# oam_dma

**oam_dma: wiring by layer**

(8 px per micron) Two of the layers only.
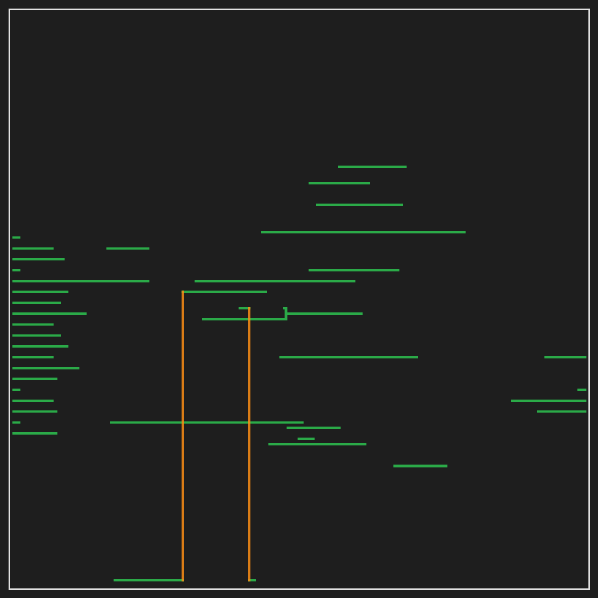
**oam_dma: M2 wires**

(4 px per micron)
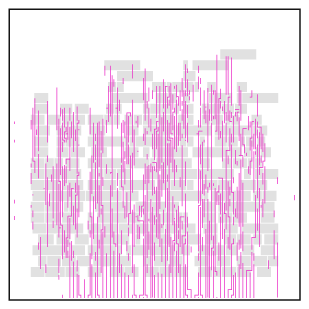
===== src/rtl/oam_dma_pkg.sv =====
// ============================================================================
// oam_dma_pkg -- state encoding and default addresses for the OAM DMA engine.
// Optional feature macro: OAM_DMA_ALIGN_EN (adds the ALIGN state).
// Revision: 1.0
// ============================================================================
`default_nettype none

package oam_dma_pkg;

  localparam logic [15:0] DMA_REG_ADDR_DEFAULT  = 16'h4014;
  localparam logic [15:0] OAM_DATA_ADDR_DEFAULT = 16'h2004;

`ifdef OAM_DMA_ALIGN_EN
  typedef enum logic [2:0] {
    ST_IDLE  = 3'd0,
    ST_HALT  = 3'd1,
    ST_ALIGN = 3'd2,
    ST_READ  = 3'd3,
    ST_WRITE = 3'd4
  } state_e;
`else
  typedef enum logic [2:0] {
    ST_IDLE  = 3'd0,
    ST_HALT  = 3'd1,
    ST_READ  = 3'd3,
    ST_WRITE = 3'd4
  } state_e;
`endif

  function automatic logic is_dma_trigger(input logic [15:0] addr,
                                          input logic        addr_valid,
                                          input logic        write,
                                          input logic [15:0] reg_addr);
    return addr_valid && write && (addr == reg_addr);
  endfunction

endpackage

`default_nettype wire


===== src/rtl/oam_dma.sv =====
// ============================================================================
// oam_dma -- CPU-halting 256-byte page copy into the OAM data port.
// Optional feature macro: OAM_DMA_ALIGN_EN (odd-cycle ALIGN tick via parity).
// Revision: 1.0
// ============================================================================
`default_nettype none

module oam_dma
  import oam_dma_pkg::*;
#(
  parameter logic [15:0] DMA_REGISTER_ADDRESS = DMA_REG_ADDR_DEFAULT,
  parameter logic [15:0] OAM_DATA_ADDRESS     = OAM_DATA_ADDR_DEFAULT
) (
  input  logic        clock_i,
  input  logic        reset_ni,
  input  logic        tick_i,
  input  logic [15:0] cpu_address_i,
  input  logic        cpu_address_valid_i,
  input  logic [7:0]  cpu_data_i,
  input  logic        cpu_write_i,
  output logic [7:0]  cpu_data_o,
  output logic        cpu_data_valid_o,
  output logic        cpu_halt_o,
  output logic [15:0] bus_address_o,
  output logic        bus_address_valid_o,
  output logic [7:0]  bus_data_o,
  output logic        bus_write_o,
  input  logic [7:0]  bus_data_i,
  input  logic        bus_data_valid_i,
  output logic        busy_o
);

  state_e     state_q, state_d;
  logic [7:0] page_q,  page_d;
  logic [7:0] index_q, index_d;
  logic [7:0] byte_q,  byte_d;
  logic       trigger;

`ifdef OAM_DMA_ALIGN_EN
  logic       parity_q;
`endif

  assign trigger = is_dma_trigger(cpu_address_i, cpu_address_valid_i,
                                  cpu_write_i, DMA_REGISTER_ADDRESS);

  always_ff @(posedge clock_i or negedge reset_ni) begin
    if (!reset_ni) begin
      state_q  <= ST_IDLE;
      page_q   <= 8'h00;
      index_q  <= 8'h00;
      byte_q   <= 8'h00;
`ifdef OAM_DMA_ALIGN_EN
      parity_q <= 1'b0;
`endif
    end else if (tick_i) begin
      state_q  <= state_d;
      page_q   <= page_d;
      index_q  <= index_d;
      byte_q   <= byte_d;
`ifdef OAM_DMA_ALIGN_EN
      parity_q <= ~parity_q;
`endif
    end
  end

  always_comb begin
    state_d = state_q;
    page_d  = page_q;
    index_d = index_q;
    byte_d  = byte_q;
    unique case (state_q)
      ST_IDLE: begin
        if (trigger) begin
          page_d  = cpu_data_i;
          index_d = 8'h00;
          state_d = ST_HALT;
        end
      end
      ST_HALT: begin
`ifdef OAM_DMA_ALIGN_EN
        // Parity tracks the CPU get/put phase; odd phase costs one extra tick.
        state_d = parity_q ? ST_ALIGN : ST_READ;
`else
        state_d = ST_READ;
`endif
      end
`ifdef OAM_DMA_ALIGN_EN
      ST_ALIGN: begin
        state_d = ST_READ;
      end
`endif
      ST_READ: begin
        if (bus_data_valid_i) begin
          byte_d  = bus_data_i;
          state_d = ST_WRITE;
        end
      end
      ST_WRITE: begin
        index_d = index_q + 8'd1;
        state_d = (index_q == 8'hFF) ? ST_IDLE : ST_READ;
      end
      default: begin
        state_d = ST_IDLE;
      end
    endcase
  end

  // Bus mux: transparent to the CPU while idle, owned by the engine otherwise.
  always_comb begin
    cpu_data_o          = 8'h00;
    cpu_data_valid_o    = 1'b0;
    cpu_halt_o          = 1'b1;
    bus_address_o       = 16'h0000;
    bus_address_valid_o = 1'b0;
    bus_data_o          = 8'h00;
    bus_write_o         = 1'b0;
    unique case (state_q)
      ST_IDLE: begin
        cpu_data_o          = bus_data_i;
        cpu_data_valid_o    = bus_data_valid_i;
        cpu_halt_o          = 1'b0;
        bus_address_o       = cpu_address_i;
        bus_address_valid_o = cpu_address_valid_i;
        bus_data_o          = cpu_data_i;
        bus_write_o         = cpu_write_i;
      end
      ST_READ: begin
        bus_address_o       = {page_q, index_q};
        bus_address_valid_o = 1'b1;
      end
      ST_WRITE: begin
        bus_address_o       = OAM_DATA_ADDRESS;
        bus_address_valid_o = 1'b1;
        bus_data_o          = byte_q;
        bus_write_o         = 1'b1;
      end
      default: begin
      end
    endcase
  end

  assign busy_o = (state_q != ST_IDLE);

endmodule

`default_nettype wire


===== config.mk =====
export PLATFORM = sky130hd
export DESIGN_NAME = oam_dma
export DESIGN_NICKNAME = d
export VERILOG_FILES = /design/src/rtl/oam_dma_pkg.sv /design/src/rtl/oam_dma.sv
export SDC_FILE = /design/constraint.sdc
export NUM_CORES = 1
export LEC_CHECK = 0
export CORE_MARGIN = 5
export CORE_UTILIZATION = 45
export CTS_BUF_LIST = sky130_fd_sc_hd__clkbuf_2
export CTS_CLUSTER_SIZE = 10
export DETAILED_ROUTE_END_ITERATION = 6
export PLACE_DENSITY = 0.95
export SYNTH_ARGS = -nofsm -noshare
export SYNTH_HDL_FRONTEND = slang
export SYNTH_SLANG_ARGS = --single-unit

===== constraint.sdc =====
create_clock -name clock_i -period 5.2 [get_ports clock_i]
set_input_delay 0.52 -clock clock_i [delete_from_list [all_inputs] [get_ports clock_i]]
set_output_delay 0.52 -clock clock_i [all_outputs]
set_load 0.02 [all_outputs]

==> run notes <==
The synthesis and place-and-route flow finished, so here is a summary.

The via density per instance is 5.69. The global-route congestion overflow total came out at 0. The family of cells with the greatest summed delay on the critical path is simple AND/OR/NAND/NOR gates. The global-route total usage across every layer came out at 20.9%. The sum of met3 wire segment lengths after detailed routing is 320 microns. The critical path in this run is classified as reg -> out.

The cell type contributing the most total cell area after synthesis is sky130_fd_sc_hd__dfrtp_1. The mean instance size in the synthesized netlist is 9.34 sq um. The reported sequential group power came out at 0.000211 W. The final routed DRC violation total came out at 0.

For reference, simple AND, OR, NAND and NOR cells occupy 21.6% of the area reported after synthesis. The standard cell area after detailed placement came out at 0.00252 sq mm. The core utilization at floorplan is 47.0%.

Final hold analysis gives a worst-case slack of 0.486 ns. The flow ran to the end, and the final reports show no timing, DRC or antenna violations. The worst-margin pin slew came out at 1.12 ns. The area enclosed by the die boundary came out at 0.00523 sq mm.

The final estimated routing congestion in global placement is 0.861. The setup slack at placement is 2.38 ns. STA puts the critical path data arrival time at 2.72 ns.

The number of max-cap violations came out at 0. After synthesis, flip-flops and latches occupy 38.7% of the total area. Summed over the clock group, the power is 0.0000823 W.

The critical path goes through nand2_1 -> nor2_1 -> a22o_1 -> clkdlybuf4s50_1.
Notes on 'wiring by layer' of oam_dma above:
| layer | colour | wire length |
|---|---|---|
| M4 | orange | 70.0 microns |
| M3 | green | 321 microns |

Notes on 'M2 wires' of oam_dma above:
wire length on this layer: 2830 microns
longest straight run: 30.3 microns
share of all routed wire: 54%


# byte_word_bridge

**byte_word_bridge: wiring by layer**

(4 px per micron) Two of the layers only.
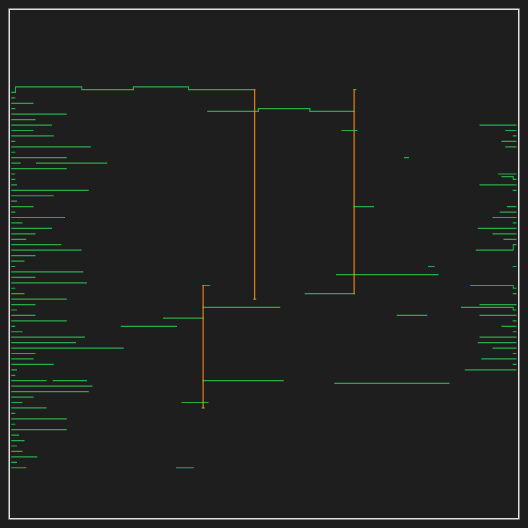
**byte_word_bridge: the clock network**

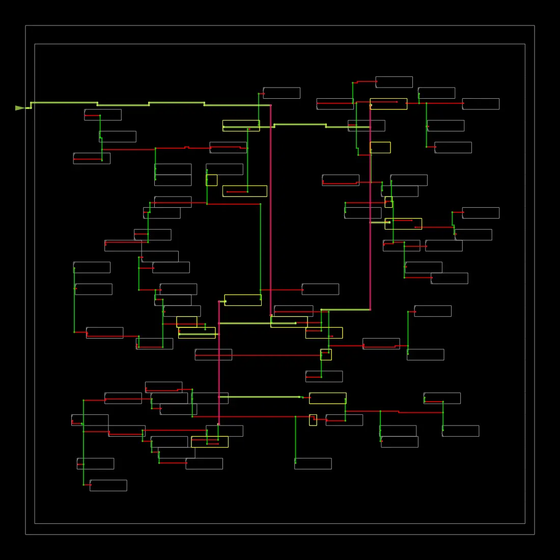
<file path="src/rtl/byte_word_bridge.sv">
// byte_word_bridge: packs a byte stream into memory words (load) and streams stored words back out as bytes (dump).
// Define BWB_CHECKSUM_EN to add a running XOR checksum of the session's bytes.
module byte_word_bridge #(
    parameter int ADDR_WIDTH     = 12,
    parameter int BYTES_PER_WORD = 4,
    parameter bit BIG_ENDIAN     = 0
) (
    input  logic                        clk,
    input  logic                        rst,
    input  logic                        prog_en,
    input  logic                        read_en,
    input  logic [ADDR_WIDTH-1:0]       start_addr,
    input  logic [ADDR_WIDTH:0]         read_len,
    input  logic                        in_valid,
    input  logic [7:0]                  in_data,
    output logic                        in_ready,
    output logic                        out_valid,
    output logic [7:0]                  out_data,
    input  logic                        out_ready,
    output logic [ADDR_WIDTH-1:0]       mem_addr,
    output logic [8*BYTES_PER_WORD-1:0] mem_wdata,
    input  logic [8*BYTES_PER_WORD-1:0] mem_rdata,
    output logic                        mem_en,
    output logic                        mem_we,
    output logic                        busy,
    output logic                        wr_done,
    output logic                        rd_done
`ifdef BWB_CHECKSUM_EN
    ,
    output logic [7:0]                  checksum
`endif
);
    localparam int W  = 8 * BYTES_PER_WORD;
    localparam int IW = BYTES_PER_WORD > 1 ? $clog2(BYTES_PER_WORD) : 1;
    localparam logic [IW-1:0] LAST = IW'(BYTES_PER_WORD - 1);

    typedef enum logic [2:0] {IDLE, PACK, WRITE, FETCH, LOAD, UNPACK} state_t;

    state_t                r_state, w_next;
    logic [ADDR_WIDTH-1:0] r_addr;
    logic [ADDR_WIDTH:0]   r_cnt;
    logic [IW-1:0]         r_idx;
    logic [W-1:0]          r_shift;
    logic                  r_wr_done, r_rd_done;
    logic                  w_in_hs, w_out_hs, w_last, w_start, w_wr_done, w_rd_done;
    logic [IW-1:0]         w_lane;

    assign w_in_hs  = r_state == PACK && in_valid;
    assign w_out_hs = r_state == UNPACK && out_ready;
    assign w_last   = r_idx == LAST;
    assign w_lane   = BIG_ENDIAN ? LAST - r_idx : r_idx;
    assign w_start  = r_state == IDLE && (prog_en || read_en);

    always_ff @(posedge clk or posedge rst) begin
        if (rst) r_state <= IDLE;
        else     r_state <= w_next;
    end

    always_comb begin
        w_next    = r_state;
        w_wr_done = 1'b0;
        w_rd_done = 1'b0;
        case (r_state)
            IDLE: begin
                if (prog_en) w_next = PACK;
                else if (read_en) begin
                    if (read_len == '0) w_rd_done = 1'b1;
                    else                w_next    = FETCH;
                end
            end
            PACK: begin
                // a byte arriving in the same cycle prog_en drops still makes the partial word
                if (w_in_hs && w_last) w_next = WRITE;
                else if (!prog_en) begin
                    if (r_idx != '0 || w_in_hs) w_next = WRITE;
                    else begin
                        w_next    = IDLE;
                        w_wr_done = 1'b1;
                    end
                end
            end
            WRITE: begin
                w_next    = prog_en ? PACK : IDLE;
                w_wr_done = !prog_en;
            end
            FETCH:   w_next = LOAD;
            LOAD:    w_next = UNPACK;
            UNPACK: begin
                if (w_out_hs && w_last) begin
                    w_next    = r_cnt != '0 ? FETCH : IDLE;
                    w_rd_done = r_cnt == '0;
                end
            end
            default: w_next = IDLE;
        endcase
    end

    always_comb begin
        busy      = r_state != IDLE;
        in_ready  = r_state == PACK;
        out_valid = r_state == UNPACK;
        mem_en    = r_state == WRITE || r_state == FETCH;
        mem_we    = r_state == WRITE;
        out_data  = r_shift[8*w_lane +: 8];
        mem_addr  = r_addr;
        mem_wdata = r_shift;
        wr_done   = r_wr_done;
        rd_done   = r_rd_done;
    end

    always_ff @(posedge clk or posedge rst) begin
        if (rst) begin
            r_addr    <= '0;
            r_cnt     <= '0;
            r_idx     <= '0;
            r_shift   <= '0;
            r_wr_done <= 1'b0;
            r_rd_done <= 1'b0;
        end else begin
            r_wr_done <= w_wr_done;
            r_rd_done <= w_rd_done;
            if (w_start) begin
                r_addr  <= start_addr;
                r_cnt   <= read_len;
                r_idx   <= '0;
                r_shift <= '0;
            end
            if (w_in_hs) begin
                r_shift[8*w_lane +: 8] <= in_data;
                r_idx                  <= r_idx + 1'b1;
            end
            // the shift word is cleared after each write so unfilled lanes of a flushed word read as 0
            if (r_state == WRITE) begin
                r_addr  <= r_addr + 1'b1;
                r_idx   <= '0;
                r_shift <= '0;
            end
            if (r_state == LOAD) begin
                r_shift <= mem_rdata;
                r_addr  <= r_addr + 1'b1;
                r_cnt   <= r_cnt - 1'b1;
                r_idx   <= '0;
            end
            if (w_out_hs) r_idx <= r_idx + 1'b1;
        end
    end

`ifdef BWB_CHECKSUM_EN
    logic [7:0] r_csum;

    always_ff @(posedge clk or posedge rst) begin
        if (rst)           r_csum <= '0;
        else if (w_start)  r_csum <= '0;
        else if (w_in_hs)  r_csum <= r_csum ^ in_data;
        else if (w_out_hs) r_csum <= r_csum ^ out_data;
    end

    assign checksum = r_csum;
`endif
endmodule

</file>
<file path="config.mk">
export PLATFORM = sky130hd
export DESIGN_NAME = byte_word_bridge
export DESIGN_NICKNAME = d
export VERILOG_FILES = /design/src/rtl/byte_word_bridge.sv
export SDC_FILE = /design/constraint.sdc
export NUM_CORES = 1
export LEC_CHECK = 0
export ABC_CLOCK_PERIOD_IN_PS = 2500
export CAP_MARGIN = 20
export CELL_PAD_IN_SITES_DETAIL_PLACEMENT = 1
export CELL_PAD_IN_SITES_GLOBAL_PLACEMENT = 2
export CORE_MARGIN = 2
export CORE_UTILIZATION = 24
export DETAILED_ROUTE_END_ITERATION = 8
export PLACE_DENSITY = 0.83
export SLEW_MARGIN = 20
export SYNTH_ARGS = -nofsm -noshare
export SYNTH_HDL_FRONTEND = slang
export SYNTH_SLANG_ARGS = --single-unit
</file>
<file path="constraint.sdc">
create_clock -name clk -period 2.5 [get_ports clk]
set_input_delay 0.5 -clock clk [delete_from_list [all_inputs] [get_ports clk]]
set_output_delay 0.5 -clock clk [all_outputs]
set_load 0.01 [all_outputs]
</file>
==> run notes <==
The synthesis and place-and-route flow finished, so here is a summary.

The startpoint of the worst setup timing path is r_idx[0]. The utilization after layout is 38.1%. After global routing the overflow that remains totals 0.

The flow reports power dissipated in combinational cells as 0.00315 W. The cell internal power dissipation is 0.00396 W. The number of nets with antenna violations after detailed routing is 0. The arrival time of the worst setup path came out at 1.91 ns.

The overall die size recorded for this design is 0.0161 sq mm. The number of enable flip-flop cells is 0. Looking at the global route congestion table, the highest-usage layer is met2.

The number of flip-flops under the largest register name is 32. The synthesized design spends more area on one cell type than any other, namely sky130_fd_sc_hd__dfrtp_1. The standard cell area after detailed placement came out at 0.00527 sq mm. The biggest slice of the area belongs to logic gates. The accumulated negative setup slack came out at 0 ns. The logic gate share of total power came out at 48.8%.

The repair_antennas step left the layout with diodes totalling 0. The fraction of area in non-clock buffers came out at 26.4%. The average wire per standard cell came out at 19.6 microns.

The first-pass GRT wire length is 21.8 mm. The met2 global-route usage is 27.8%. The flow ran to the end, and the final reports show no timing, DRC or antenna violations. The root buffer selected by CTS is sky130_fd_sc_hd__clkbuf_16. The routed metal-1 wire length is 6.05 mm.

In this run, the synthesized area fraction spent on adder and majority cells is recorded as 2.76%. The final timing report lists a max-slew violation count of 0. The simple-gate share of the synthesized area is 20.6%. The sum of internal, switching and leakage power came out at 0.00646 W. The placement report lists the number of port buffers as 129.

The total non-filler cell area in the finished layout is 0.00558 sq mm. Summed over its instances, the top area cell type makes up 44.1% of the synthesized netlist area. During I/O placement, the number of pins put on the boundary was 130. The clock network power is 0.00131 W. The synthesized netlist contains 56 unique library cells. Detailed routing inserted a total of 3621 vias.

The sequential cell area in the final layout is 0.00160 sq mm. The synthesis-to-finish area growth is 53.6%. The wire length on met2 came out at 6.22 mm.

After detailed routing, no signal wire sits above met4.
About 'wiring by layer' of byte_word_bridge:
| layer | colour | wire length |
|---|---|---|
| M3 | green | 963 microns |
| M4 | orange | 134 microns |

About 'the clock network' of byte_word_bridge:
sequential cell count: 64
clk latency late pin: 0.33 ns
number of clock buffer instances in the layout: 11


# conv33_stencil_sched

[src/rtl/conv33_stencil_sched.sv]
// conv33_stencil_sched: frame scheduler for the 3x3 line-buffer convolution datapath.
// Tracks the (col,row) of the pixel in the stage register, gates the input-register and
// line-buffer enables, and qualifies adder results with out_valid for full 3x3 windows.
// Optional feature: define CONV33_SCHED_PERF_EN to add the stall_cycles counter port.
module conv33_stencil_sched #(
  parameter int unsigned IMG_W = 64,
  parameter int unsigned IMG_H = 64,
  parameter int unsigned CNT_W = 16
) (
  input  logic             clk,
  input  logic             rst_n,
  input  logic             start,
  output logic             busy,
  output logic             done,
  input  logic             in_valid,
  output logic             in_ready,
  output logic             in_reg_en,
  output logic             buf_en,
  output logic             out_valid,
  input  logic             out_ready,
  output logic             out_last,
  output logic [CNT_W-1:0] col,
  output logic [CNT_W-1:0] row
`ifdef CONV33_SCHED_PERF_EN
  ,
  output logic [31:0]      stall_cycles
`endif
);

  localparam logic [CNT_W-1:0] ColMax = CNT_W'(IMG_W - 1);
  localparam logic [CNT_W-1:0] RowMax = CNT_W'(IMG_H - 1);

  typedef enum logic [1:0] {StIdle, StRun, StDone} state_e;

  state_e           state_q, state_d;
  logic             s_vld_q, s_vld_d;
  logic             first_q, first_d;           // next accept is pixel (0,0)
  logic             last_taken_q, last_taken_d;
  logic [CNT_W-1:0] col_q, col_d, row_q, row_d;

  logic             win, advance, accept, stage_last, in_last;
  logic [CNT_W-1:0] in_col, in_row;

  // Handshake, window qualification and label of the incoming pixel
  always_comb begin
    win        = (col_q >= CNT_W'(2)) && (row_q >= CNT_W'(2));
    advance    = s_vld_q && (!win || out_ready);
    in_ready   = (state_q == StRun) && !last_taken_q && (!s_vld_q || advance);
    accept     = in_valid && in_ready;
    stage_last = (col_q == ColMax) && (row_q == RowMax);
    in_col     = '0;
    in_row     = '0;
    if (!first_q) begin
      if (col_q == ColMax) begin
        in_col = '0;
        in_row = row_q + CNT_W'(1);
      end else begin
        in_col = col_q + CNT_W'(1);
        in_row = row_q;
      end
    end
    in_last = (in_col == ColMax) && (in_row == RowMax);
  end

  // Next-state for FSM, stage valid and position counters
  always_comb begin
    state_d      = state_q;
    s_vld_d      = s_vld_q;
    first_d      = first_q;
    last_taken_d = last_taken_q;
    col_d        = col_q;
    row_d        = row_q;
    unique case (state_q)
      StIdle: begin
        if (start) begin
          state_d      = StRun;
          s_vld_d      = 1'b0;
          first_d      = 1'b1;
          last_taken_d = 1'b0;
          col_d        = '0;
          row_d        = '0;
        end
      end
      StRun: begin
        s_vld_d = accept || (s_vld_q && !advance);
        if (accept) begin
          col_d   = in_col;
          row_d   = in_row;
          first_d = 1'b0;
          if (in_last) last_taken_d = 1'b1;
        end
        if (advance && stage_last && last_taken_q) state_d = StDone;
      end
      StDone: state_d = StIdle;
      default: state_d = StIdle;
    endcase
  end

  // State registers
  always_ff @(posedge clk or negedge rst_n) begin
    if (!rst_n) begin
      state_q      <= StIdle;
      s_vld_q      <= 1'b0;
      first_q      <= 1'b0;
      last_taken_q <= 1'b0;
      col_q        <= '0;
      row_q        <= '0;
    end else begin
      state_q      <= state_d;
      s_vld_q      <= s_vld_d;
      first_q      <= first_d;
      last_taken_q <= last_taken_d;
      col_q        <= col_d;
      row_q        <= row_d;
    end
  end

  // Datapath enables and status outputs
  always_comb begin
    busy      = (state_q != StIdle);
    done      = (state_q == StDone);
    in_reg_en = accept;
    buf_en    = advance;
    out_valid = s_vld_q && win;
    out_last  = out_valid && stage_last;
    col       = col_q;
    row       = row_q;
  end

`ifdef CONV33_SCHED_PERF_EN
  logic [31:0] stall_q, stall_d;

  // Saturating count of cycles a result waits on downstream
  always_comb begin
    stall_d = stall_q;
    if ((state_q == StIdle) && start) begin
      stall_d = '0;
    end else if (out_valid && !out_ready && (stall_q != '1)) begin
      stall_d = stall_q + 32'd1;
    end
  end

  // Stall counter register
  always_ff @(posedge clk or negedge rst_n) begin
    if (!rst_n) stall_q <= '0;
    else        stall_q <= stall_d;
  end

  assign stall_cycles = stall_q;
`endif

endmodule

[config.mk]
export PLATFORM = sky130hd
export DESIGN_NAME = conv33_stencil_sched
export DESIGN_NICKNAME = d
export VERILOG_FILES = /design/src/rtl/conv33_stencil_sched.sv
export SDC_FILE = /design/constraint.sdc
export NUM_CORES = 1
export LEC_CHECK = 0
export CAP_MARGIN = 20
export CORE_ASPECT_RATIO = 0.7
export CORE_MARGIN = 8
export CORE_UTILIZATION = 45
export DETAILED_ROUTE_END_ITERATION = 8
export PLACE_DENSITY = 0.73
export SYNTH_ARGS = -nofsm -noshare
export SYNTH_HDL_FRONTEND = slang
export SYNTH_SLANG_ARGS = --single-unit
[constraint.sdc]
create_clock -name clk -period 5.7 [get_ports clk]
set_input_delay 1.14 -clock clk [delete_from_list [all_inputs] [get_ports clk]]
set_output_delay 1.14 -clock clk [all_outputs]
set_load 0.01 [all_outputs]
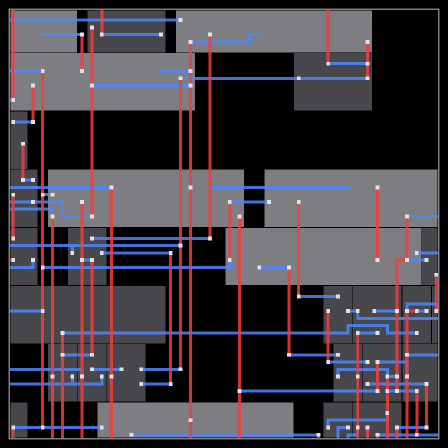
**Above:** conv33_stencil_sched (a small window of the routed layout).
Region (70, 50) to (90, 70) microns. Cells in grey, sequential cells in the stronger grey; small squares are vias.
| layer | colour |
|---|---|
| M1 | blue |
| M2 | red |
sequential cells in the window: 6
cells with their middle in the window: 23
netlist names of flops here include: row (3), state_q (2)
most frequent: nor2_1 (6), dfrtp_1 (6), o21ai_0 (3)

==> run notes <==
The synthesis and place-and-route flow finished, so here is a summary.

The height of the die is 79.8 microns. The most popular library cell in the synthesized design by count is sky130_fd_sc_hd__o21ai_0. Looking at the reg2reg group, the worst path starts from col[0].

The number of max-cap violations is 0. The number of distinct library cell variants in the gate-level netlist after synthesis is 48. The area share of and-or/or-and cells after synthesis is 20.0%. The flop count is 37. The final worst clock skew is 0.00804 ns.

STA classifies the critical path endpoint as a primary output. The standard cell area after detailed placement is 0.00305 sq mm. After routing the design area is 0.00318 sq mm. The number of antenna diodes in the final layout is 0. Global route summary, busiest routing layer listed as met2. The cell class with the largest area share is logic gates. The filler cell count in the final layout is 536. Per the post-synthesis report, the number of cells in the design is 324. The worst-case hold slack is 0.498 ns. Per the layout area report, the sequential fraction of cell area is 29.1%. Each instance of the synthesized netlist takes up on average 8.07 sq um. The number of enable flip-flop cells is 0. TritonCTS reports the number of clock sinks as 37.

The via count came out at 2624. The worst setup path is of the in -> out kind. For reference, the clock transition at the flip-flops on the worst setup and hold paths is 0.07 ns. The post-layout instance count excluding filler cells came out at 432. The sequential share of power is 40.2%.

The clock network power came out at 0.000270 W. The initial antenna violation count is 0. The first-pass GRT wire length is 12.7 mm. The commonest cells after synthesis are sky130_fd_sc_hd__o21ai_0 (43), sky130_fd_sc_hd__dfrtp_1 (37), sky130_fd_sc_hd__nor2_1 (32). The setup slack at placement came out at 1.57 ns. The highest cell delay on the worst timing path is 0.55 ns. The simple-gate share of the synthesized area came out at 33.5%. Ranked by total cell area, the synthesized netlist is headed by sky130_fd_sc_hd__dfrtp_1 (35%), sky130_fd_sc_hd__o21ai_0 (8.2%), sky130_fd_sc_hd__nand3_1 (5.0%). The number of global-route vias before repair came out at 2420.

The run finished with clean final reports.
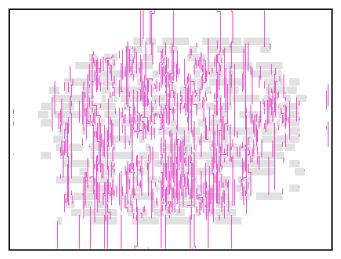
**Above:** conv33_stencil_sched (M2 wires).
(3 px per micron)
longest straight run: 28.6 microns
wire length on this layer: 3310 microns


# led_tick_divider

File: config.mk
export PLATFORM = sky130hd
export DESIGN_NAME = led_tick_divider
export DESIGN_NICKNAME = d
export VERILOG_FILES = /design/src/rtl/led_tick_divider.sv
export SDC_FILE = /design/constraint.sdc
export NUM_CORES = 1
export LEC_CHECK = 0
export CAP_MARGIN = 20
export CELL_PAD_IN_SITES_DETAIL_PLACEMENT = 1
export CELL_PAD_IN_SITES_GLOBAL_PLACEMENT = 2
export CORE_AREA = 2 2 168 211
export CTS_CLUSTER_DIAMETER = 80
export DETAILED_ROUTE_END_ITERATION = 8
export DIE_AREA = 0 0 170 213
export PLACE_DENSITY_LB_ADDON = 0.1
export SYNTH_ARGS = -nofsm -noshare
export SYNTH_HDL_FRONTEND = slang
export SYNTH_SLANG_ARGS = --single-unit
File: constraint.sdc
create_clock -name clk -period 3.6 [get_ports clk]
set_input_delay 0.36 -clock clk [delete_from_list [all_inputs] [get_ports clk]]
set_output_delay 0.36 -clock clk [all_outputs]
set_load 0.05 [all_outputs]
File: src/rtl/led_tick_divider.sv
// led_tick_divider: per-channel programmable clock-enable ticks with square wave and one-shot done flag.
module led_tick_divider #(
    parameter int          CHANNELS    = 4,
    parameter int          WIDTH       = 26,
    parameter int unsigned DEFAULT_DIV = 49999999,
    parameter int          CH_W        = (CHANNELS > 1) ? $clog2(CHANNELS) : 1
) (
    input  logic                clk,
    input  logic                reset,
    input  logic                enable,
    input  logic                load,
    input  logic [CH_W-1:0]     load_ch,
    input  logic [WIDTH-1:0]    load_val,
    input  logic                load_mode,
    output logic [CHANNELS-1:0] tick,
    output logic [CHANNELS-1:0] wave,
    output logic [CHANNELS-1:0] done
);
    localparam logic [WIDTH-1:0] DEF = WIDTH'(DEFAULT_DIV);
    for (genvar g = 0; g < CHANNELS; g++) begin : ch
        logic [WIDTH-1:0] cnt, div;
        logic mode, t, w, dn;
        logic wrap;
        assign wrap = cnt == div;
        always_ff @(posedge clk) begin
            if (!reset) begin
                cnt  <= '0;
                div  <= DEF;
                mode <= 1'b0;
                t    <= 1'b0;
                w    <= 1'b0;
                dn   <= 1'b0;
            end else if (load && load_ch == CH_W'(g)) begin
                cnt  <= '0;
                div  <= load_val;
                mode <= load_mode;
                t    <= 1'b0;
                w    <= 1'b0;
                dn   <= 1'b0;
            end else if (enable && div != '0 && !dn) begin
                cnt <= wrap ? '0 : cnt + 1'b1;
                t   <= wrap;
                w   <= w ^ wrap;
                dn  <= mode && wrap;
            end else begin
                t <= 1'b0;
            end
        end
        assign tick[g] = t;
        assign wave[g] = w;
        assign done[g] = dn;
    end
endmodule

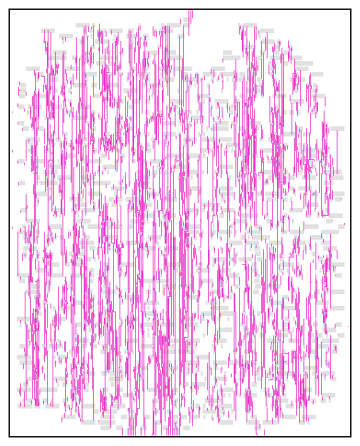
**Above:** led_tick_divider (M2 wires).
(2 px per micron)
main direction: vertical
longest straight run: 88.4 microns
nets with wire on the layer: 1184
share of all routed wire: 49%

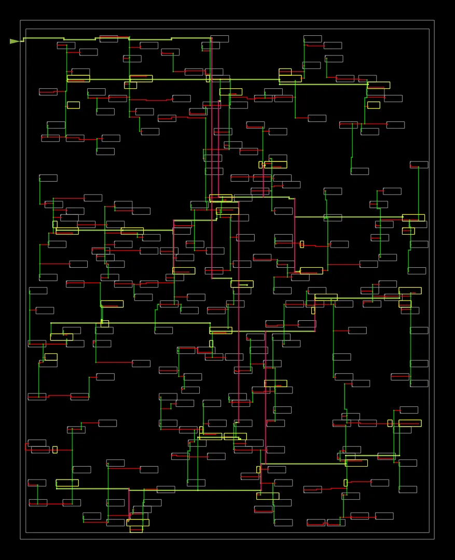
**Above:** led_tick_divider (the clock network).
CTS sink cnt: 224
clk latency late pin: 0.55 ns
Worst Skew: 0.0149 ns
number of buffers created by CTS: 27

==> run notes <==
The synthesis and place-and-route flow finished, so here is a summary.

The first global-routing pass estimated 57.4 mm of wire. The final layout net count is 1386. The commonest cells after synthesis are sky130_fd_sc_hd__nand2_1 (271), sky130_fd_sc_hd__dfxtp_1 (224), sky130_fd_sc_hd__xnor2_1 (112). The number of cells on the worst reg-to-reg path is 5. Yosys mapped a number of flops with a built-in enable equal to 0. The net count after synthesis is 1371. The cell sequence reported for the critical path is xnor2_1 -> nand4_1 -> nor4_1 -> a31o_2 -> o21ba_2. STA lists the maximum fanout along the critical path as 26. Per the cell usage report, the commonest logic cells after layout are sky130_fd_sc_hd__nand2_1 (271), sky130_fd_sc_hd__dfxtp_1 (224), sky130_fd_sc_hd__xnor2_1 (112), sky130_fd_sc_hd__nand3_1 (108), sky130_fd_sc_hd__nor2_1 (67). The number of standard-cell rows in the floorplan is 76.

The mux share of post-synthesis cell area came out at 0.184%. Among cell families on the critical path, the largest total delay comes from AND-OR/OR-AND gates. For the final routed database, the setup TNS stands at 0 ns. The logic share of the area came out at 47.7%. The number of clock-tree buffers in the layout came out at 43. In the final design, more cell area goes to logic gates than to any other class.

The buffer_ports step reported a buffer count of 44. Of the post-synthesis cell area, the dominant cell type holds 41.3%. The chip area from the yosys synthesis statistics is 0.0109 sq mm. After global routing the overflow that remains totals 0. The detailed router reports a met3 wire length of 909 microns. The buffer-and-inverter tally for the worst setup path came out at 0. The run finished with clean final reports. Entering global routing, the biggest net connects 37 pins. The number of non-clock inverters came out at 19. The power density of the placed cells is 453 mW/mm^2. The number of max-cap violations came out at 0. Summed over the clock group, the power is 0.00264 W. The leakage power total came out at 4.09 nW.

# mem_arbiter

File: config.mk
export PLATFORM = sky130hd
export DESIGN_NAME = mem_arbiter
export DESIGN_NICKNAME = d
export VERILOG_FILES = /design/src/rtl/mem_arbiter.sv
export SDC_FILE = /design/constraint.sdc
export NUM_CORES = 1
export LEC_CHECK = 0
export CORE_ASPECT_RATIO = 0.75
export CORE_MARGIN = 2
export CORE_UTILIZATION = 43
export CTS_CLUSTER_SIZE = 16
export DETAILED_ROUTE_END_ITERATION = 12
export PLACE_DENSITY = 0.88
export SETUP_SLACK_MARGIN = 0.05
export SYNTH_ARGS = -nofsm -noshare
export SYNTH_HDL_FRONTEND = slang
export SYNTH_SLANG_ARGS = --single-unit
export TNS_END_PERCENT = 30
File: constraint.sdc
create_clock -name iCLK -period 3.5 [get_ports iCLK]
set_input_delay 1.05 -clock iCLK [delete_from_list [all_inputs] [get_ports iCLK]]
set_output_delay 1.05 -clock iCLK [all_outputs]
set_load 0.01 [all_outputs]
File: src/rtl/mem_arbiter.sv
// Round-robin arbiter between the I-cache (port 0) and D-cache (port 1) controllers and one RAM port.
// Every output is registered; a wait counter bounds how long a grant may wait for the RAM.
module mem_arbiter #(
  parameter int ADDR_W      = 32,
  parameter int DATA_W      = 32,
  parameter int TIMEOUT_CYC = 255
) (
  input  logic              iCLK,
  input  logic              iRST_n,
  input  logic [ADDR_W-1:0] p0_addr,
  input  logic [DATA_W-1:0] p0_wdata,
  input  logic              p0_MemRead,
  input  logic              p0_MemWrite,
  output logic [DATA_W-1:0] p0_rdata,
  output logic              p0_ready,
  output logic              p0_err,
  input  logic [ADDR_W-1:0] p1_addr,
  input  logic [DATA_W-1:0] p1_wdata,
  input  logic              p1_MemRead,
  input  logic              p1_MemWrite,
  output logic [DATA_W-1:0] p1_rdata,
  output logic              p1_ready,
  output logic              p1_err,
  output logic [ADDR_W-1:0] arb2mem_addr,
  output logic [DATA_W-1:0] arb2mem_data,
  output logic              arb2mem_MemRead,
  output logic              arb2mem_MemWrite,
  input  logic [DATA_W-1:0] mem2arb_data_in,
  input  logic              mem2arb_ready
);

  typedef enum logic [1:0] {IDLE, GRANT0, GRANT1} state_t;

  localparam logic [7:0] WAIT_LAST = 8'(TIMEOUT_CYC - 1);

  state_t            state, state_nxt;
  logic              last_grant, last_grant_nxt;
  logic [7:0]        wait_cnt, wait_cnt_nxt;
  logic [ADDR_W-1:0] addr_nxt;
  logic [DATA_W-1:0] data_nxt, p0_rdata_nxt, p1_rdata_nxt;
  logic              rd_nxt, wr_nxt;
  logic              p0_ready_nxt, p1_ready_nxt, p0_err_nxt, p1_err_nxt;
  logic              pend0, pend1, pick, done, timeout;

  assign pend0 = p0_MemRead | p0_MemWrite;
  assign pend1 = p1_MemRead | p1_MemWrite;
  // With both pending, the port that did not win last time goes next.
  assign pick  = (pend0 && pend1) ? ~last_grant : pend1;

  always_comb begin
    state_nxt      = state;
    last_grant_nxt = last_grant;
    wait_cnt_nxt   = wait_cnt;
    addr_nxt       = arb2mem_addr;
    data_nxt       = arb2mem_data;
    rd_nxt         = arb2mem_MemRead;
    wr_nxt         = arb2mem_MemWrite;
    p0_rdata_nxt   = p0_rdata;
    p1_rdata_nxt   = p1_rdata;
    p0_ready_nxt   = 1'b0;
    p1_ready_nxt   = 1'b0;
    p0_err_nxt     = 1'b0;
    p1_err_nxt     = 1'b0;
    done           = 1'b0;
    timeout        = 1'b0;
    case (state)
      IDLE: begin
        if (pend0 || pend1) begin
          state_nxt      = pick ? GRANT1 : GRANT0;
          last_grant_nxt = pick;
          wait_cnt_nxt   = '0;
          addr_nxt       = pick ? p1_addr : p0_addr;
          data_nxt       = pick ? p1_wdata : p0_wdata;
          wr_nxt         = pick ? p1_MemWrite : p0_MemWrite;
          rd_nxt         = ~wr_nxt;
        end
      end
      GRANT0, GRANT1: begin
        // A ready arriving on the last allowed cycle still counts as a normal completion.
        if (!mem2arb_ready) begin
          wait_cnt_nxt = wait_cnt + 8'd1;
          timeout      = (wait_cnt == WAIT_LAST);
        end
        done = mem2arb_ready || timeout;
        if (done) begin
          state_nxt = IDLE;
          rd_nxt    = 1'b0;
          wr_nxt    = 1'b0;
          if (state == GRANT0) begin
            p0_ready_nxt = 1'b1;
            p0_err_nxt   = timeout;
            if (arb2mem_MemRead && !timeout) p0_rdata_nxt = mem2arb_data_in;
          end else begin
            p1_ready_nxt = 1'b1;
            p1_err_nxt   = timeout;
            if (arb2mem_MemRead && !timeout) p1_rdata_nxt = mem2arb_data_in;
          end
        end
      end
      default: state_nxt = IDLE;
    endcase
  end

  always_ff @(posedge iCLK or negedge iRST_n) begin
    if (!iRST_n) begin
      state            <= IDLE;
      last_grant       <= 1'b1;
      wait_cnt         <= '0;
      arb2mem_addr     <= '0;
      arb2mem_data     <= '0;
      arb2mem_MemRead  <= 1'b0;
      arb2mem_MemWrite <= 1'b0;
      p0_rdata         <= '0;
      p1_rdata         <= '0;
      p0_ready         <= 1'b0;
      p1_ready         <= 1'b0;
      p0_err           <= 1'b0;
      p1_err           <= 1'b0;
    end else begin
      state            <= state_nxt;
      last_grant       <= last_grant_nxt;
      wait_cnt         <= wait_cnt_nxt;
      arb2mem_addr     <= addr_nxt;
      arb2mem_data     <= data_nxt;
      arb2mem_MemRead  <= rd_nxt;
      arb2mem_MemWrite <= wr_nxt;
      p0_rdata         <= p0_rdata_nxt;
      p1_rdata         <= p1_rdata_nxt;
      p0_ready         <= p0_ready_nxt;
      p1_ready         <= p1_ready_nxt;
      p0_err           <= p0_err_nxt;
      p1_err           <= p1_err_nxt;
    end
  end

endmodule
==> run notes <==
The synthesis and place-and-route flow finished, so here is a summary.

Setup slack on the worst reg-to-reg path comes out at 1.52 ns. The number of standard-cell rows in the floorplan came out at 36. The number of cells reported by Yosys stat comes to 438. The data required time at the worst endpoint came out at 3.85 ns. TritonCTS built the clock tree. The post-synthesis sequential element count came out at 145.

The sequential portion of the cell area is 37.7%. The prevailing logic family in the synthesized netlist is AND-OR/OR-AND gates. The synthesis-to-finish area growth is 64.3%.

The mux share of post-synthesis cell area is 12.3%. The total non-filler cell area in the finished layout is 0.00962 sq mm. The number of nets with antenna violations after detailed routing is 0. The number of global-route vias before repair is 5407. The number of enable flip-flop cells came out at 0. The power density of the placed cells is 903 mW/mm^2.

The final hold violation count recorded for this run is 0. The reported sequential group power is 0.00289 W. The share of flip-flops with an asynchronous set or reset after synthesis is 100%. The height of the die is 105 microns. The worst path in the final design needs a cycle of 2.52 ns, including I/O delays and setup. For the worst min-delay path, the startpoint reported by OpenROAD is p0_rdata[16].

The number of tap cells added at floorplan came out at 171. Routability-driven placement finished with a final weighted congestion of 0.828. The sum of met3 wire segment lengths after detailed routing is 1.55 mm. The cell internal power dissipation came out at 0.00580 W.

The post-layout instance count excluding filler cells is 923. In the global route stage, met3 resource usage came out at 8.62%. The most used flip-flop cell after synthesis is sky130_fd_sc_hd__dfrtp_1.

The flow ran to the end, and the final reports show no timing, DRC or antenna violations. The arrival time of the worst setup path is 2.87 ns. The number of setup buffers added after CTS came out at 0.

The initial antenna violation count is 0. The filler cell count in the final layout came out at 838. The accumulated negative setup slack is 0 ns. The chip area from the yosys synthesis statistics came out at 0.00585 sq mm. The reg-to-reg startpoint is state[0]. The sum of internal, switching and leakage power came out at 0.00869 W. The fraction of final layout cells with drive strength greater than 1 is 15.4%.
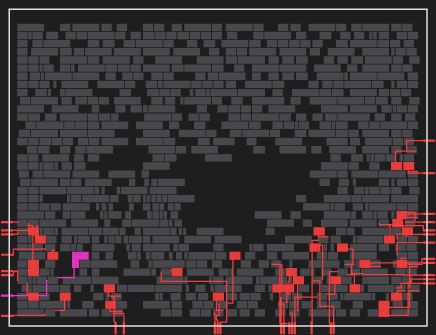
**Above:** mem_arbiter (nets reached from selected ports).
(3 px per micron)
| port | colour | direction | edge | end cells | buffers | wire |
|---|---|---|---|---|---|---|
| p0_addr | red | input | 13 bottom, 12 right, 7 left | 32 | 32 | 676 microns |
| p1_MemRead | magenta | input | left | 3 | 1 | 32.9 microns |
count of buffers inserted at the top-level ports: 300
I/O pin count: 301

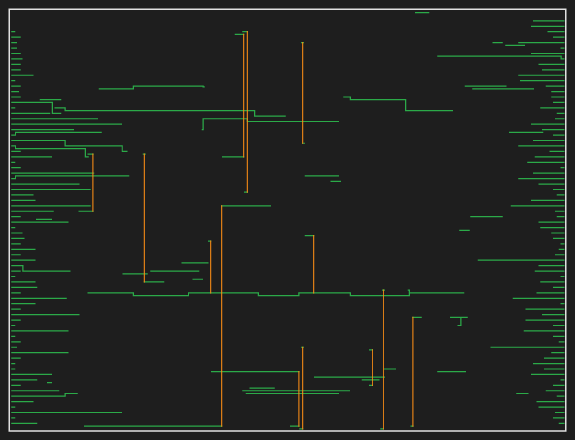
**Above:** mem_arbiter (wiring by layer).
(4 px per micron) Two of the layers only.
| layer | colour | wire length |
|---|---|---|
| M4 | orange | 329 microns |
| M3 | green | 1550 microns |

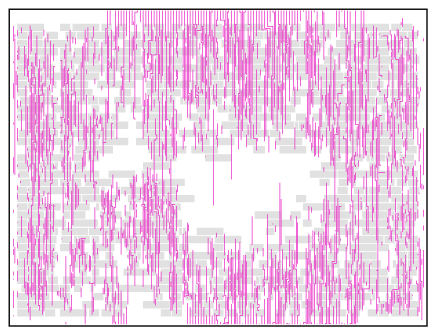
**Above:** mem_arbiter (M2 wires).
(3 px per micron)
nets with wire on the layer: 847
main direction: vertical


# load_store_unit

`src/rtl/load_store_unit.sv`:
```
// load_store_unit: multi-cycle RV32I data-memory access stage.
// It checks each access for unsupported or misaligned forms, runs a req/ack
// bus transfer with byte-lane masks, and extends load data for write-back.
// The core is stalled until the access commits with a one-cycle done pulse.
module load_store_unit #(
   parameter int TIMEOUT = 255,
   parameter int CNT_W   = 8
) (
   input  logic        clk,
   input  logic        rst,
   input  logic        load,
   input  logic        store,
   input  logic [2:0]  fun3,
   input  logic [31:0] addr,
   input  logic [31:0] store_data,
   output logic        mem_req,
   output logic        mem_we,
   output logic [31:0] mem_addr,
   output logic [3:0]  mem_wmask,
   output logic [31:0] mem_wdata,
   input  logic        mem_ack,
   input  logic [31:0] mem_rdata,
   output logic [31:0] load_data,
   output logic        stall,
   output logic        done,
   output logic [1:0]  err
);

   typedef enum logic [1:0] {
      S_IDLE = 2'd0,
      S_REQ  = 2'd1,
      S_DONE = 2'd2
   } state_t;

   localparam logic [1:0] ERR_NONE     = 2'b00;
   localparam logic [1:0] ERR_MISALIGN = 2'b01;
   localparam logic [1:0] ERR_TIMEOUT  = 2'b10;
   localparam logic [1:0] ERR_UNSUP    = 2'b11;

   // Last counter value before the access is abandoned (unused when TIMEOUT is 0).
   localparam logic [CNT_W-1:0] CNT_LAST = CNT_W'(TIMEOUT - 1);

   state_t            state_q, state_d;
   logic              we_q, we_d;
   logic [31:0]       addr_q, addr_d;
   logic [3:0]        wmask_q, wmask_d;
   logic [31:0]       wdata_q, wdata_d;
   logic [2:0]        fun3_q, fun3_d;
   logic [1:0]        off_q, off_d;
   logic [CNT_W-1:0]  cnt_q, cnt_d;
   logic [31:0]       load_data_q, load_data_d;
   logic [1:0]        err_q, err_d;

   logic              unsup;
   logic              misal;
   logic [3:0]        st_mask;
   logic [31:0]       st_wdata;
   logic [7:0]        lane_byte [4];
   logic [7:0]        sel_byte;
   logic [15:0]       sel_half;
   logic [31:0]       ext_data;

   // Split the read word into its four byte lanes.
   for (genvar gi = 0; gi < 4; gi++) begin : g_lane
      assign lane_byte[gi] = mem_rdata[8*gi +: 8];
   end

   // Classify the incoming access: unsupported forms first, then alignment.
   always_comb begin
      unsup = 1'b0;
      misal = 1'b0;
      if (load && store) begin
         unsup = 1'b1;
      end else if (store && !(fun3 inside {3'b000, 3'b001, 3'b010})) begin
         unsup = 1'b1;
      end else if (load && (fun3 inside {3'b011, 3'b110, 3'b111})) begin
         unsup = 1'b1;
      end
      if (fun3[1:0] == 2'b01 && addr[0]) begin
         misal = 1'b1;
      end else if (fun3[1:0] == 2'b10 && addr[1:0] != 2'b00) begin
         misal = 1'b1;
      end
   end

   // Store lane replication and byte-enable generation from size and offset.
   always_comb begin
      st_mask  = 4'b0000;
      st_wdata = store_data;
      case (fun3[1:0])
         2'b00: begin
            st_wdata = {4{store_data[7:0]}};
            st_mask  = 4'b0001 << addr[1:0];
         end
         2'b01: begin
            st_wdata = {2{store_data[15:0]}};
            st_mask  = addr[1] ? 4'b1100 : 4'b0011;
         end
         default: begin
            st_wdata = store_data;
            st_mask  = 4'b1111;
         end
      endcase
      if (!store) begin
         st_mask = 4'b0000;
      end
   end

   // Select and extend the loaded lane using the offset latched at request time.
   always_comb begin
      sel_byte = lane_byte[off_q];
      sel_half = off_q[1] ? mem_rdata[31:16] : mem_rdata[15:0];
      case (fun3_q)
         3'b000:  ext_data = {{24{sel_byte[7]}}, sel_byte};
         3'b001:  ext_data = {{16{sel_half[15]}}, sel_half};
         3'b100:  ext_data = {24'd0, sel_byte};
         3'b101:  ext_data = {16'd0, sel_half};
         default: ext_data = mem_rdata;
      endcase
   end

   // Next-state logic and stall generation for the IDLE/REQ/DONE sequence.
   always_comb begin
      state_d     = state_q;
      we_d        = we_q;
      addr_d      = addr_q;
      wmask_d     = wmask_q;
      wdata_d     = wdata_q;
      fun3_d      = fun3_q;
      off_d       = off_q;
      cnt_d       = cnt_q;
      load_data_d = load_data_q;
      err_d       = err_q;
      stall       = 1'b0;
      case (state_q)
         S_IDLE: begin
            err_d = ERR_NONE;
            if (load || store) begin
               stall = 1'b1;
               if (unsup) begin
                  state_d = S_DONE;
                  err_d   = ERR_UNSUP;
               end else if (misal) begin
                  state_d = S_DONE;
                  err_d   = ERR_MISALIGN;
               end else begin
                  state_d = S_REQ;
                  we_d    = store;
                  addr_d  = {addr[31:2], 2'b00};
                  wmask_d = st_mask;
                  wdata_d = st_wdata;
                  fun3_d  = fun3;
                  off_d   = addr[1:0];
                  cnt_d   = '0;
               end
            end
         end
         S_REQ: begin
            stall = 1'b1;
            if (mem_ack) begin
               state_d = S_DONE;
               err_d   = ERR_NONE;
               if (!we_q) begin
                  load_data_d = ext_data;
               end
            end else if (TIMEOUT != 0 && cnt_q == CNT_LAST) begin
               state_d     = S_DONE;
               err_d       = ERR_TIMEOUT;
               load_data_d = '0;
            end else if (cnt_q != '1) begin
               cnt_d = cnt_q + CNT_W'(1);
            end
         end
         S_DONE: begin
            // Inputs here belong to the committing instruction; ignore them.
            state_d = S_IDLE;
            err_d   = ERR_NONE;
         end
         default: begin
            state_d = S_IDLE;
            err_d   = ERR_NONE;
         end
      endcase
   end

   // State and datapath registers with synchronous reset.
   always_ff @(posedge clk) begin
      if (rst) begin
         state_q     <= S_IDLE;
         we_q        <= 1'b0;
         addr_q      <= '0;
         wmask_q     <= '0;
         wdata_q     <= '0;
         fun3_q      <= '0;
         off_q       <= '0;
         cnt_q       <= '0;
         load_data_q <= '0;
         err_q       <= ERR_NONE;
      end else begin
         state_q     <= state_d;
         we_q        <= we_d;
         addr_q      <= addr_d;
         wmask_q     <= wmask_d;
         wdata_q     <= wdata_d;
         fun3_q      <= fun3_d;
         off_q       <= off_d;
         cnt_q       <= cnt_d;
         load_data_q <= load_data_d;
         err_q       <= err_d;
      end
   end

   assign mem_req   = (state_q == S_REQ);
   assign mem_we    = we_q;
   assign mem_addr  = addr_q;
   assign mem_wmask = wmask_q;
   assign mem_wdata = wdata_q;
   assign load_data = load_data_q;
   assign done      = (state_q == S_DONE);
   assign err       = err_q;

endmodule

```
`config.mk`:
```
export PLATFORM = sky130hd
export DESIGN_NAME = load_store_unit
export DESIGN_NICKNAME = d
export VERILOG_FILES = /design/src/rtl/load_store_unit.sv
export SDC_FILE = /design/constraint.sdc
export NUM_CORES = 1
export LEC_CHECK = 0
export CAP_MARGIN = 20
export CELL_PAD_IN_SITES_DETAIL_PLACEMENT = 1
export CELL_PAD_IN_SITES_GLOBAL_PLACEMENT = 2
export CORE_UTILIZATION = 31
export DETAILED_ROUTE_END_ITERATION = 8
export DONT_BUFFER_PORTS = 1
export HOLD_SLACK_MARGIN = 0.02
export PLACE_DENSITY_LB_ADDON = 0.1
export SETUP_SLACK_MARGIN = 0.02
export SLEW_MARGIN = 20
export SYNTH_ARGS = -nofsm -noshare
export SYNTH_HDL_FRONTEND = slang
export SYNTH_SLANG_ARGS = --single-unit
```
`constraint.sdc`:
```
create_clock -name clk -period 1.7 [get_ports clk]
set_input_delay 0.255 -clock clk [delete_from_list [all_inputs] [get_ports clk]]
set_output_delay 0.255 -clock clk [all_outputs]
set_load 0.01 [all_outputs]
```
==> run notes <==
The synthesis and place-and-route flow finished, so here is a summary.

The run finished, with violations left. The checks that failed: hold timing, setup timing. The logic gate share of total power is 16.5%. In the post-route analysis, the smallest setup slack over all paths is -0.0302 ns.

The insertion delay to the later sink of the worst-skew pair is 0.43 ns. TritonCTS built the clock tree. The critical path's slowest stage uses the library cell sky130_fd_sc_hd__dfxtp_2. The last timing report of the flow puts the setup violation total at 17. The met2 global-route usage came out at 34.0%. The floorplan has 46 rows.

The share of flip-flops with an asynchronous set or reset after synthesis came out at 0%. Per the final timing report, the hold violations number 90. Per the GRT congestion report, total overflow comes to 0.

The number of distinct library cell variants in the gate-level netlist after synthesis came out at 51. Summing internal, switching and leakage power gives 0.00823 W. Looking at the power breakdown, the clock network takes 45.0% of the total. The worst reg2reg path depth came out at 8.

The leakage power total came out at 2.46 nW. The worst-case hold slack is -0.0871 ns. Summing all flip-flop and latch instances after layout gives 0.00233 sq mm. For this run, the number of standard cells in the final layout without fillers is 884. The peak-usage layer in the global routing report is met2. The number of warnings in the stage logs came out at 32. For this run, the script counts the antenna cells in the layout as 0. The layout has 1810 filler cells. The number of placed instances, taps included is 833. The post-synthesis sequential element count is 116. The DRC violation total left in the routed layout is recorded as 0.
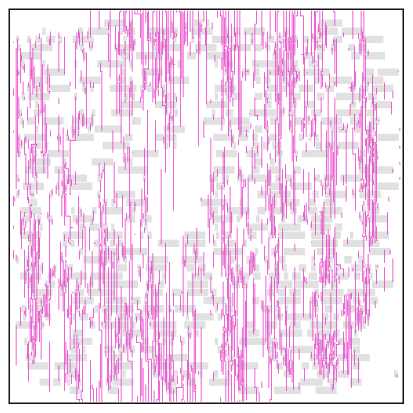
**Above:** load_store_unit (M2 wires).
(3 px per micron)
nets with wire on the layer: 676
share of all routed wire: 50%



## Gallery

A small window of the routed layout.
picture 1
Region (88, 88) to (108, 108) microns. Cells in grey, sequential cells in the stronger grey; small squares are vias.
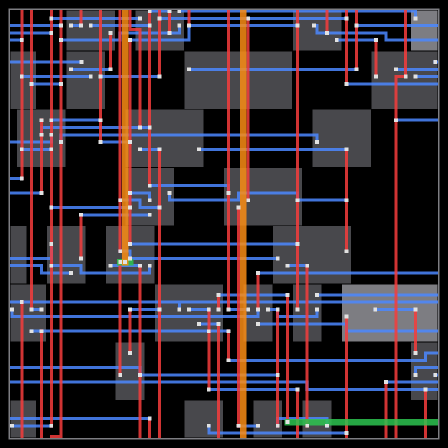
picture 2
Region (85, 85) to (105, 105) microns. Cells in grey, sequential cells in the stronger grey; small squares are vias.
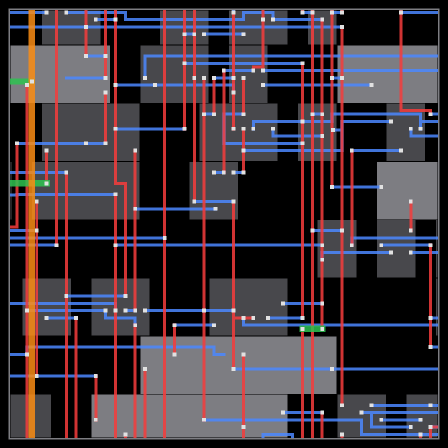
picture 3
Region (118, 150) to (138, 170) microns. Cells in grey, sequential cells in the stronger grey; small squares are vias.
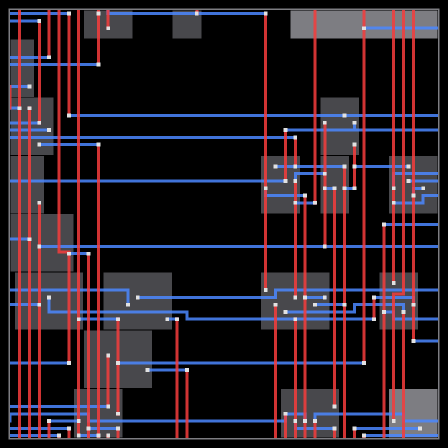
picture 4
Region (44, 44) to (64, 64) microns. Cells in grey, sequential cells in the stronger grey; small squares are vias.
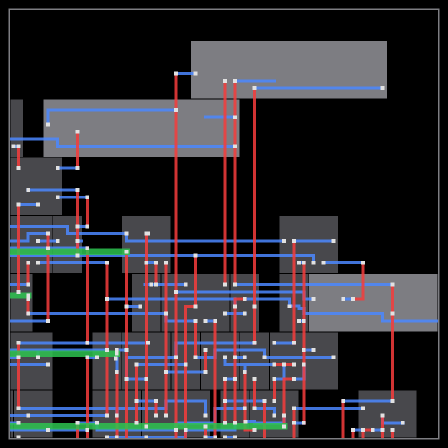
picture 5
Region (94, 69) to (114, 89) microns. Cells in grey, sequential cells in the stronger grey; small squares are vias.
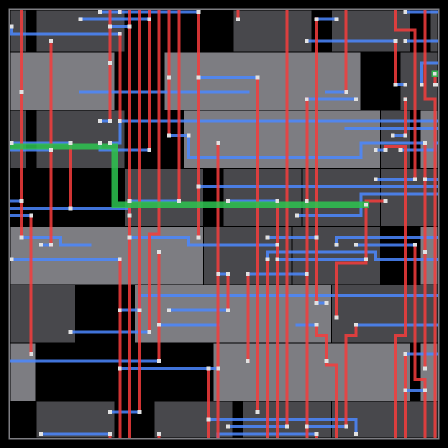
For load_store_unit, see picture 1.
For led_tick_divider, see picture 3.
For byte_word_bridge, see picture 2.
For oam_dma, see picture 4.
For mem_arbiter, see picture 5.

Key to picture 3:
| layer | colour |
|---|---|
| M2 | red |
| M1 | blue |
sequential cells in the window: 0
most frequent: xnor2_1 (4), nand3_1 (2), nand4_1 (2)
cells with their middle in the window: 13

No activity file was given, so power comes from the tool's default toggle rates.
